==================== block 1
==> block_1/placed.png <==
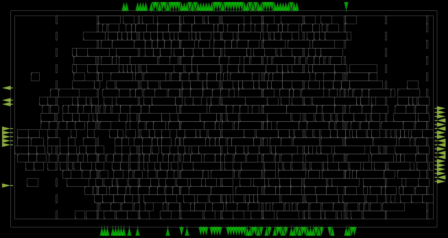

**config.mk**
```make
export PLATFORM = sky130hd
export DESIGN_NAME = decode_issue_stage
export DESIGN_NICKNAME = d
export VERILOG_FILES = /design/src/rtl/decode_issue_stage.sv
export SDC_FILE = /design/constraint.sdc
export NUM_CORES = 1
export LEC_CHECK = 0
export CAP_MARGIN = 30
export CORE_ASPECT_RATIO = 0.5
export CORE_MARGIN = 1
export CORE_UTILIZATION = 41
export DETAILED_ROUTE_END_ITERATION = 10
export PLACE_DENSITY = 0.84
export SYNTH_ARGS = -nofsm -noshare
export SYNTH_HDL_FRONTEND = slang
export SYNTH_SLANG_ARGS = --single-unit
export TNS_END_PERCENT = 20
```
**constraint.sdc**
```tcl
create_clock -name clk -period 2.25 [get_ports clk]
set_clock_uncertainty 0.2 [all_clocks]
set_input_delay 0.45 -clock clk [delete_from_list [all_inputs] [get_ports clk]]
set_output_delay 0.45 -clock clk [all_outputs]
set_load 0.05 [all_outputs]
```
**src/rtl/decode_issue_stage.sv**
```systemverilog
// decode_issue_stage: RV32I/M decode plus ID/EX pipeline register.
// Handles the valid/ready handshake, the load-use bubble and issue blocking
// for multiply/divide latency.
//
// Local encodings:
//   ex_mem_read  : 0 none, 1 LB, 2 LH, 3 LW, 4 LBU, 5 LHU
//   ex_mem_write : 0 none, 1 SB, 2 SH, 3 SW
//   ex_imm_type  : 0 none, 1 I, 2 S, 3 B, 4 U, 5 J
//   ex_alu_a_src : 0 rs1, 1 PC;  ex_alu_b_src : 0 rs2, 1 immediate
module decode_issue_stage #(
    parameter int XLEN    = 32,
    parameter int EN_M    = 1,
    parameter int MUL_LAT = 2,
    parameter int DIV_LAT = 32,
    parameter int CNT_W   = 6
) (
    input  logic            clk,
    input  logic            rst_n,
    input  logic            if_valid,
    output logic            if_ready,
    input  logic [31:0]     if_instr,
    input  logic [XLEN-1:0] if_pc,
    input  logic            flush,
    input  logic            ex_ready,
    output logic            ex_valid,
    output logic [XLEN-1:0] ex_pc,
    output logic [4:0]      ex_rs1,
    output logic [4:0]      ex_rs2,
    output logic [4:0]      ex_rd,
    output logic [2:0]      ex_mem_read,
    output logic [1:0]      ex_mem_write,
    output logic [1:0]      ex_wb_sel,
    output logic            ex_alu_a_src,
    output logic            ex_alu_b_src,
    output logic [2:0]      ex_imm_type,
    output logic [4:0]      ex_alu_code,
    output logic [5:0]      ex_branch_flag,
    output logic            ex_wb_en,
    output logic            ex_jump,
    output logic            ex_md_op,
    output logic            ex_md_div,
    output logic            ex_illegal,
    output logic            md_busy
);

    localparam logic [6:0] OPC_OP     = 7'b0110011;
    localparam logic [6:0] OPC_OP_IMM = 7'b0010011;
    localparam logic [6:0] OPC_LOAD   = 7'b0000011;
    localparam logic [6:0] OPC_STORE  = 7'b0100011;
    localparam logic [6:0] OPC_BRANCH = 7'b1100011;
    localparam logic [6:0] OPC_LUI    = 7'b0110111;
    localparam logic [6:0] OPC_AUIPC  = 7'b0010111;
    localparam logic [6:0] OPC_JAL    = 7'b1101111;
    localparam logic [6:0] OPC_JALR   = 7'b1100111;

    localparam logic [6:0] F7_BASE = 7'b0000000;
    localparam logic [6:0] F7_ALT  = 7'b0100000;
    localparam logic [6:0] F7_MD   = 7'b0000001;

    localparam logic [4:0] ALU_ADD    = 5'd0;
    localparam logic [4:0] ALU_SUB    = 5'd1;
    localparam logic [4:0] ALU_SLL    = 5'd2;
    localparam logic [4:0] ALU_SLT    = 5'd3;
    localparam logic [4:0] ALU_SLTU   = 5'd4;
    localparam logic [4:0] ALU_XOR    = 5'd5;
    localparam logic [4:0] ALU_SRL    = 5'd6;
    localparam logic [4:0] ALU_SRA    = 5'd7;
    localparam logic [4:0] ALU_OR     = 5'd8;
    localparam logic [4:0] ALU_AND    = 5'd9;
    localparam logic [4:0] ALU_PASS_B = 5'd10;

    localparam logic [2:0] IMM_I = 3'd1;
    localparam logic [2:0] IMM_S = 3'd2;
    localparam logic [2:0] IMM_B = 3'd3;
    localparam logic [2:0] IMM_U = 3'd4;
    localparam logic [2:0] IMM_J = 3'd5;

    localparam logic [1:0] WB_MEM = 2'b01;
    localparam logic [1:0] WB_PC4 = 2'b10;

    typedef struct packed {
        logic [XLEN-1:0] pc;
        logic [4:0]      rs1;
        logic [4:0]      rs2;
        logic [4:0]      rd;
        logic [2:0]      mem_read;
        logic [1:0]      mem_write;
        logic [1:0]      wb_sel;
        logic            alu_a_src;
        logic            alu_b_src;
        logic [2:0]      imm_type;
        logic [4:0]      alu_code;
        logic [5:0]      branch_flag;
        logic            wb_en;
        logic            jump;
        logic            md_op;
        logic            md_div;
        logic            illegal;
    } id_ex_t;

    id_ex_t           dec;
    id_ex_t           bundle_d, bundle_q;
    logic             valid_d, valid_q;
    logic [CNT_W-1:0] md_cnt_d, md_cnt_q;
    logic             use_rs1, use_rs2, hazard, accept;

    logic [6:0] opcode, funct7;
    logic [2:0] funct3;

    assign opcode = if_instr[6:0];
    assign funct3 = if_instr[14:12];
    assign funct7 = if_instr[31:25];

    // Combinational decode of the instruction offered by IF
    always_comb begin
        // NOTE: every field gets a default before the case so no path leaves a latch or a stale value.
        dec          = '0;
        dec.pc       = if_pc;
        dec.rs1      = if_instr[19:15];
        dec.rs2      = if_instr[24:20];
        dec.rd       = if_instr[11:7];
        dec.alu_code = ALU_ADD;
        unique case (opcode)
            OPC_OP: begin
                dec.wb_en = 1'b1;
                if (funct7 == F7_MD) begin
                    if (EN_M != 0) begin
                        dec.md_op  = 1'b1;
                        dec.md_div = funct3[2];
                    end else begin
                        dec.illegal = 1'b1;
                    end
                end else if (funct7 == F7_BASE) begin
                    unique case (funct3)
                        3'b000:  dec.alu_code = ALU_ADD;
                        3'b001:  dec.alu_code = ALU_SLL;
                        3'b010:  dec.alu_code = ALU_SLT;
                        3'b011:  dec.alu_code = ALU_SLTU;
                        3'b100:  dec.alu_code = ALU_XOR;
                        3'b101:  dec.alu_code = ALU_SRL;
                        3'b110:  dec.alu_code = ALU_OR;
                        default: dec.alu_code = ALU_AND;
                    endcase
                end else if (funct7 == F7_ALT && funct3 == 3'b000) begin
                    dec.alu_code = ALU_SUB;
                end else if (funct7 == F7_ALT && funct3 == 3'b101) begin
                    dec.alu_code = ALU_SRA;
                end else begin
                    dec.illegal = 1'b1;
                end
            end
            OPC_OP_IMM: begin
                dec.wb_en      = 1'b1;
                dec.alu_b_src  = 1'b1;
                dec.imm_type   = IMM_I;
                unique case (funct3)
                    3'b000: dec.alu_code = ALU_ADD;
                    3'b010: dec.alu_code = ALU_SLT;
                    3'b011: dec.alu_code = ALU_SLTU;
                    3'b100: dec.alu_code = ALU_XOR;
                    3'b110: dec.alu_code = ALU_OR;
                    3'b111: dec.alu_code = ALU_AND;
                    3'b001: begin
                        if (funct7 == F7_BASE) dec.alu_code = ALU_SLL;
                        else                   dec.illegal  = 1'b1;
                    end
                    default: begin
                        if (funct7 == F7_BASE)     dec.alu_code = ALU_SRL;
                        else if (funct7 == F7_ALT) dec.alu_code = ALU_SRA;
                        else                       dec.illegal  = 1'b1;
                    end
                endcase
            end
            OPC_LOAD: begin
                dec.wb_en     = 1'b1;
                dec.wb_sel    = WB_MEM;
                dec.alu_b_src = 1'b1;
                dec.imm_type  = IMM_I;
                unique case (funct3)
                    3'b000:  dec.mem_read = 3'd1;
                    3'b001:  dec.mem_read = 3'd2;
                    3'b010:  dec.mem_read = 3'd3;
                    3'b100:  dec.mem_read = 3'd4;
                    3'b101:  dec.mem_read = 3'd5;
                    default: dec.illegal  = 1'b1;
                endcase
            end
            OPC_STORE: begin
                dec.alu_b_src = 1'b1;
                dec.imm_type  = IMM_S;
                unique case (funct3)
                    3'b000:  dec.mem_write = 2'd1;
                    3'b001:  dec.mem_write = 2'd2;
                    3'b010:  dec.mem_write = 2'd3;
                    default: dec.illegal   = 1'b1;
                endcase
            end
            OPC_BRANCH: begin
                dec.imm_type = IMM_B;
                unique case (funct3)
                    3'b000:  dec.branch_flag = 6'b000001;
                    3'b001:  dec.branch_flag = 6'b000010;
                    3'b100:  dec.branch_flag = 6'b000100;
                    3'b101:  dec.branch_flag = 6'b001000;
                    3'b110:  dec.branch_flag = 6'b010000;
                    3'b111:  dec.branch_flag = 6'b100000;
                    default: dec.illegal     = 1'b1;
                endcase
            end
            OPC_LUI: begin
                dec.wb_en     = 1'b1;
                dec.alu_b_src = 1'b1;
                dec.imm_type  = IMM_U;
                dec.alu_code  = ALU_PASS_B;
            end
            OPC_AUIPC: begin
                dec.wb_en     = 1'b1;
                dec.alu_a_src = 1'b1;
                dec.alu_b_src = 1'b1;
                dec.imm_type  = IMM_U;
            end
            OPC_JAL: begin
                dec.wb_en     = 1'b1;
                dec.wb_sel    = WB_PC4;
                dec.jump      = 1'b1;
                dec.alu_a_src = 1'b1;
                dec.alu_b_src = 1'b1;
                dec.imm_type  = IMM_J;
            end
            OPC_JALR: begin
                dec.wb_en     = 1'b1;
                dec.wb_sel    = WB_PC4;
                dec.jump      = 1'b1;
                dec.alu_b_src = 1'b1;
                dec.imm_type  = IMM_I;
                if (funct3 != 3'b000) dec.illegal = 1'b1;
            end
            default: dec.illegal = 1'b1;
        endcase
        // An illegal instruction still flows to EX but must have no side effects.
        if (dec.illegal) begin
            dec.wb_en       = 1'b0;
            dec.mem_read    = 3'd0;
            dec.mem_write   = 2'd0;
            dec.jump        = 1'b0;
            dec.branch_flag = 6'b0;
            dec.md_op       = 1'b0;
            dec.md_div      = 1'b0;
        end
    end

    // Load-use hazard check and IF-side ready
    always_comb begin
        use_rs1 = !(opcode == OPC_LUI || opcode == OPC_AUIPC || opcode == OPC_JAL);
        use_rs2 = (opcode == OPC_OP || opcode == OPC_STORE || opcode == OPC_BRANCH);
        hazard  = valid_q && (bundle_q.mem_read != 3'd0) && (bundle_q.rd != 5'd0) &&
                  ((use_rs1 && (if_instr[19:15] == bundle_q.rd)) ||
                   (use_rs2 && (if_instr[24:20] == bundle_q.rd)));
        if_ready = rst_n && !flush && !hazard && !md_busy &&
                   !(valid_q && bundle_q.md_op) && (!valid_q || ex_ready);
        accept  = if_valid && if_ready;
    end

    // Next state of ID/EX register and multiply/divide block counter
    always_comb begin
        valid_d  = valid_q;
        bundle_d = bundle_q;
        md_cnt_d = md_cnt_q;
        if (valid_q && ex_ready && bundle_q.md_op)
            md_cnt_d = bundle_q.md_div ? CNT_W'(DIV_LAT) : CNT_W'(MUL_LAT);
        else if (md_cnt_q != '0)
            md_cnt_d = md_cnt_q - CNT_W'(1);
        if (flush) begin
            valid_d  = 1'b0;
            md_cnt_d = '0;
        end else if (accept) begin
            valid_d  = 1'b1;
            bundle_d = dec;
        end else if (valid_q && ex_ready) begin
            valid_d  = 1'b0;
        end
    end

    // ID/EX register and md counter with synchronous reset
    always_ff @(posedge clk) begin
        // NOTE: state flops use non-blocking assignments so every flop samples pre-edge values.
        if (!rst_n) begin
            valid_q  <= 1'b0;
            bundle_q <= '0;
            md_cnt_q <= '0;
        end else begin
            valid_q  <= valid_d;
            bundle_q <= bundle_d;
            md_cnt_q <= md_cnt_d;
        end
    end

    assign md_busy        = (md_cnt_q != '0);
    assign ex_valid       = valid_q;
    assign ex_pc          = bundle_q.pc;
    assign ex_rs1         = bundle_q.rs1;
    assign ex_rs2         = bundle_q.rs2;
    assign ex_rd          = bundle_q.rd;
    assign ex_mem_read    = bundle_q.mem_read;
    assign ex_mem_write   = bundle_q.mem_write;
    assign ex_wb_sel      = bundle_q.wb_sel;
    assign ex_alu_a_src   = bundle_q.alu_a_src;
    assign ex_alu_b_src   = bundle_q.alu_b_src;
    assign ex_imm_type    = bundle_q.imm_type;
    assign ex_alu_code    = bundle_q.alu_code;
    assign ex_branch_flag = bundle_q.branch_flag;
    assign ex_wb_en       = bundle_q.wb_en;
    assign ex_jump        = bundle_q.jump;
    assign ex_md_op       = bundle_q.md_op;
    assign ex_md_div      = bundle_q.md_div;
    assign ex_illegal     = bundle_q.illegal;

endmodule

```
==================== block 2
--- config.mk ---
export PLATFORM = sky130hd
export DESIGN_NAME = status_context_stack
export DESIGN_NICKNAME = d
export VERILOG_FILES = /design/src/rtl/status_context_stack.sv
export SDC_FILE = /design/constraint.sdc
export NUM_CORES = 1
export LEC_CHECK = 0
export ABC_AREA = 1
export CORE_MARGIN = 3
export CORE_UTILIZATION = 53
export DETAILED_ROUTE_END_ITERATION = 16
export GPL_TIMING_DRIVEN = 0
export HOLD_SLACK_MARGIN = 0.02
export PLACE_DENSITY_LB_ADDON = 0.12
export SLEW_MARGIN = 0
export SYNTH_ARGS = -nofsm -noshare
export SYNTH_HDL_FRONTEND = slang
export SYNTH_SLANG_ARGS = --single-unit
--- constraint.sdc ---
create_clock -name clk_i -period 2.8 [get_ports clk_i]
set_input_delay 0.28 -clock clk_i [delete_from_list [all_inputs] [get_ports clk_i]]
set_output_delay 0.28 -clock clk_i [all_outputs]
set_load 0.05 [all_outputs]
--- src/rtl/status_context_stack.sv ---
// rtl/status_context_stack.sv - status register with a nested-interrupt context stack and CEX counter
module status_context_stack #(
    parameter int WORD  = 16,
    parameter int FLAGS = 4,
    parameter int PLVLS = 8,
    parameter int DEPTH = 4,
    parameter int CEXW  = 3,
    parameter int PRIVW = $clog2(PLVLS),
    parameter int DW    = $clog2(DEPTH + 1)
) (
    input  logic                clk_i,
    input  logic                arst_i,
    input  logic                wrEn_i,
    input  logic [WORD/8-1:0]   wrMode_i,
    input  logic [WORD-1:0]     data_i,
    input  logic                flagsWr_i,
    input  logic [FLAGS-1:0]    flagsEn_i,
    input  logic [FLAGS-1:0]    flags_i,
    input  logic                clrSlp_i,
    input  logic                setPriv_i,
    input  logic [PRIVW-1:0]    priv_i,
    input  logic                cexLoad_i,
    input  logic [CEXW-1:0]     cexCnt_i,
    input  logic                instrDone_i,
    input  logic                push_i,
    input  logic                pop_i,
    input  logic                errClr_i,
    output logic [FLAGS-1:0]    flags_o,
    output logic                slp_o,
    output logic                ie_o,
    output logic [PRIVW-1:0]    currPriv_o,
    output logic [PRIVW-1:0]    prevPriv_o,
    output logic [CEXW-1:0]     cex_o,
    output logic                cexActive_o,
    output logic [WORD-1:0]     data_o,
    output logic [DW-1:0]       depth_o,
    output logic                full_o,
    output logic                empty_o,
    output logic                ovf_o,
    output logic                unf_o,
    output logic                colErr_o
);
    localparam int CUR_LO = WORD - PRIVW;
    localparam int PRV_LO = WORD - 2 * PRIVW;
    localparam int CEX_LO = FLAGS + 2;
    localparam int IE_B   = FLAGS + 1;
    localparam int SLP_B  = FLAGS;
    localparam int AW     = (DEPTH > 1) ? $clog2(DEPTH) : 1;

    logic [FLAGS-1:0] flags_q, flags_d;
    logic             slp_q, slp_d, ie_q, ie_d;
    logic [PRIVW-1:0] curr_q, curr_d, prev_q, prev_d;
    logic [CEXW-1:0]  cex_q, cex_d;
    logic [DW-1:0]    depth_q, depth_d;
    logic             ovf_q, ovf_d, unf_q, unf_d, col_q, col_d;
    logic [WORD-1:0]  stack_q [DEPTH];
    logic [WORD-1:0]  live_word, top_word;
    logic [AW-1:0]    push_idx, pop_idx;
    logic             stack_we;
    logic             full, empty;

    assign full     = (depth_q == DW'(DEPTH));
    assign empty    = (depth_q == '0);
    assign push_idx = AW'(depth_q);
    assign pop_idx  = AW'(depth_q - DW'(1));
    assign top_word = stack_q[pop_idx];

    // Unused reserved bits read as zero so saved words compare cleanly.
    always_comb begin
        live_word                         = '0;
        live_word[WORD-1:CUR_LO]          = curr_q;
        live_word[CUR_LO-1:PRV_LO]        = prev_q;
        live_word[CEX_LO+CEXW-1:CEX_LO]   = cex_q;
        live_word[IE_B]                   = ie_q;
        live_word[SLP_B]                  = slp_q;
        live_word[FLAGS-1:0]              = flags_q;
    end

    always_comb begin
        flags_d  = flags_q;
        slp_d    = slp_q;
        ie_d     = ie_q;
        curr_d   = curr_q;
        prev_d   = prev_q;
        cex_d    = cex_q;
        depth_d  = depth_q;
        ovf_d    = ovf_q & ~errClr_i;
        unf_d    = unf_q & ~errClr_i;
        col_d    = col_q & ~errClr_i;
        stack_we = 1'b0;
        if (push_i && pop_i) begin
            col_d = 1'b1;
        end else if (push_i) begin
            if (full) begin
                ovf_d = 1'b1;
            end else begin
                stack_we = 1'b1;
                depth_d  = depth_q + DW'(1);
                curr_d   = priv_i;
                prev_d   = curr_q;
                ie_d     = 1'b0;
                slp_d    = 1'b0;
                cex_d    = '0;
            end
        end else if (pop_i) begin
            if (empty) begin
                unf_d = 1'b1;
            end else begin
                depth_d = depth_q - DW'(1);
                curr_d  = top_word[WORD-1:CUR_LO];
                prev_d  = top_word[CUR_LO-1:PRV_LO];
                cex_d   = top_word[CEX_LO+CEXW-1:CEX_LO];
                ie_d    = top_word[IE_B];
                slp_d   = top_word[SLP_B];
                flags_d = top_word[FLAGS-1:0];
            end
        end else begin
            if (wrEn_i) begin
                if (wrMode_i[0]) begin
                    flags_d = data_i[FLAGS-1:0];
                    slp_d   = data_i[SLP_B];
                    ie_d    = data_i[IE_B];
                end
                if (wrMode_i[WORD/8-1]) begin
                    curr_d = data_i[WORD-1:CUR_LO];
                    prev_d = data_i[CUR_LO-1:PRV_LO];
                end
            end else begin
                if (clrSlp_i)
                    slp_d = 1'b0;
                if (flagsWr_i)
                    flags_d = (flags_q & ~flagsEn_i) | (flags_i & flagsEn_i);
                if (setPriv_i) begin
                    curr_d = priv_i;
                    prev_d = curr_q;
                end
            end
            if (cexLoad_i)
                cex_d = cexCnt_i;
            else if (instrDone_i && cex_q != '0)
                cex_d = cex_q - CEXW'(1);
        end
    end

    always_ff @(posedge clk_i or posedge arst_i) begin
        if (arst_i) begin
            flags_q <= '0;
            slp_q   <= 1'b0;
            ie_q    <= 1'b0;
            curr_q  <= '0;
            prev_q  <= '0;
            cex_q   <= '0;
            depth_q <= '0;
            ovf_q   <= 1'b0;
            unf_q   <= 1'b0;
            col_q   <= 1'b0;
            for (int i = 0; i < DEPTH; i++)
                stack_q[i] <= '0;
        end else begin
            flags_q <= flags_d;
            slp_q   <= slp_d;
            ie_q    <= ie_d;
            curr_q  <= curr_d;
            prev_q  <= prev_d;
            cex_q   <= cex_d;
            depth_q <= depth_d;
            ovf_q   <= ovf_d;
            unf_q   <= unf_d;
            col_q   <= col_d;
            if (stack_we)
                stack_q[push_idx] <= live_word;
        end
    end

    logic unused_bits;
    assign unused_bits = ^{data_i, top_word};

    assign flags_o     = flags_q;
    assign slp_o       = slp_q;
    assign ie_o        = ie_q;
    assign currPriv_o  = curr_q;
    assign prevPriv_o  = prev_q;
    assign cex_o       = cex_q;
    assign cexActive_o = (cex_q != '0);
    assign data_o      = live_word;
    assign depth_o     = depth_q;
    assign full_o      = full;
    assign empty_o     = empty;
    assign ovf_o       = ovf_q;
    assign unf_o       = unf_q;
    assign colErr_o    = col_q;
endmodule

==> block_1/ff_map.png <==
Drawn at 3 px/µm. Other sequential cells in the stronger gray, the rest of the logic in the fainter gray.
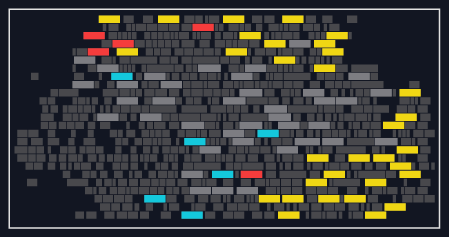
Key: red = ex_rs2 [sequential cells 5]; cyan = ex_branch_flag [sequential cells 6]; yellow = ex_pc [sequential cells 32]

Notes on block_1/placed.png above:
row cnt: 25
n_taps: 135
Fillers: 701

==> notes.md, block 1 <==
yosys + openroad results -> status=finished with violations, failing checks=negative setup slack, Worst-path clk slew=0.06 ns, Seq share, synth=39.8%, CTS max path bufs=2, Critical Path RT=1.60 ns, initial antenna violation count=0, max-cap viol count=0, Iteration-0 DRC Markers=352, crit-path cells=inv_2, ha_4, or3b_4, a2111oi_4, buf_4, and3_4, buf_8, Crit Path Class=flip-flop to primary output, met3 wire len=767 µm, WP depth=7, Boundary Pins=147, Final setup viols=77, Pint=4000 µW, PnR worst setup slack=-0.445 ns, Hold Path Class=flip-flop to flip-flop
==> block_2/class_map.png <==
Drawn at 4 px/µm.
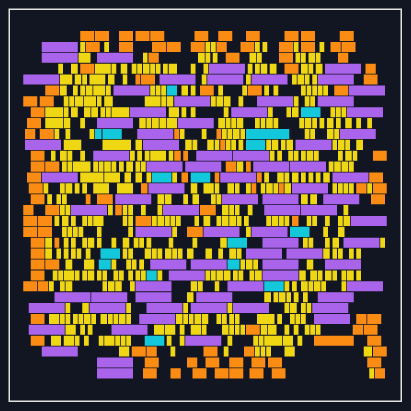
Key: yellow = remaining logic cells [cells 482, share of their area 40%]; orange = remaining buffers and delay cells [cells 116, share of their area 19%]; cyan = clock drivers and dummy loads [cells 16, share of their area 3.8%]; purple = sequential cells [cells 81, share of their area 37%]

==> notes.md, block 2 <==
yosys + openroad results -> status=finished clean, Comb/total area=34.3%, Sw Ratio=49.1%, combinational gates=410, register area=2030 µm², Total Routing Usage GR=25.8%, Critical R2R Launch=depth_o[0]$_DFFE_PP0P_, TritonCTS Buffers=9, Clock group=884 µW, Seq share, synth=45.5%, Crit Path Class=flip-flop to flip-flop, total setup buffers inserted after CTS=1, Die Span X=97.6 µm, Residual DRC=0, port buffer count=77, DR top layer=met4, sequential power share=30.8%, RSZ-0062 raised after global routing=false, final setup TNS=0 ns, leading area contributor after synthesis=dfrtp_1, CTS tree=done, Clock power frac=13.1%, max-cap viol count=0, clk latency late pin=0.36 ns, Mux area share=0.506%, ao+oa area frac=12.0%, Die Area=9530 µm², most used cell, CP=nand3_1, n_diodes=0, CLK BUF=10, Logic pwr share=56.0%, Clock buffers and inverters, area share=3.67%, Seq power=2080 µW, fp_density=56.1%, Worst-Margin Slew=0.675 ns, Post-layout nets=740, adder share=1.97%, post-route insts no fill=797, Pre-Repair DR Iteration Count=5

## Gallery

Sizing map.
panel A
Drawn at 4 px/µm.
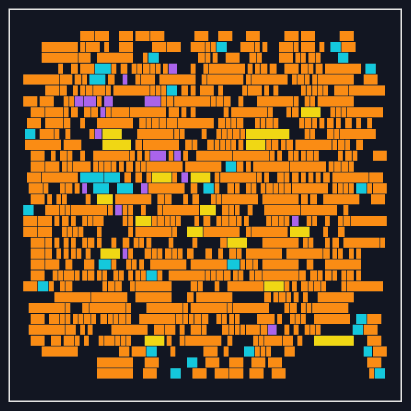
panel B
Drawn at 3 px/µm.
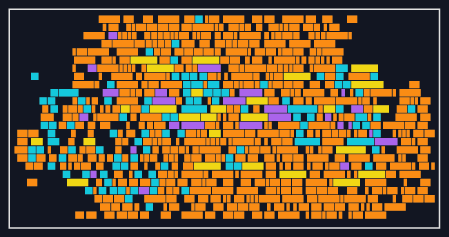
| from | picture |
|---|---|
| block 2 | panel A |
| block 1 | panel B |

Key to panel B:
Key: orange = x1 and smaller [cells 543, share 78%, most used clkdlybuf4s50_1]; cyan = x3 and x4 [cells 103, share 15%, most used buf_4]; yellow = x6 and larger [cells 26, share 3.7%, most used clkbuf_16]; purple = x2 [cells 25, share 3.6%, most used dfxtp_2]



==> screenshots <==
Signal wires on met3.
(a)
Drawn at 2 px/µm.
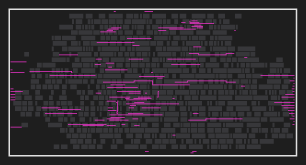
(b)
Drawn at 3 px/µm.
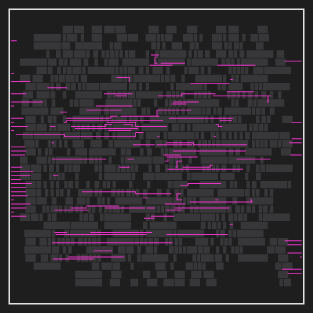
- block 2 = (b)
- block 1 = (a)

No activity file was given, so power comes from the tool's default toggle rates.
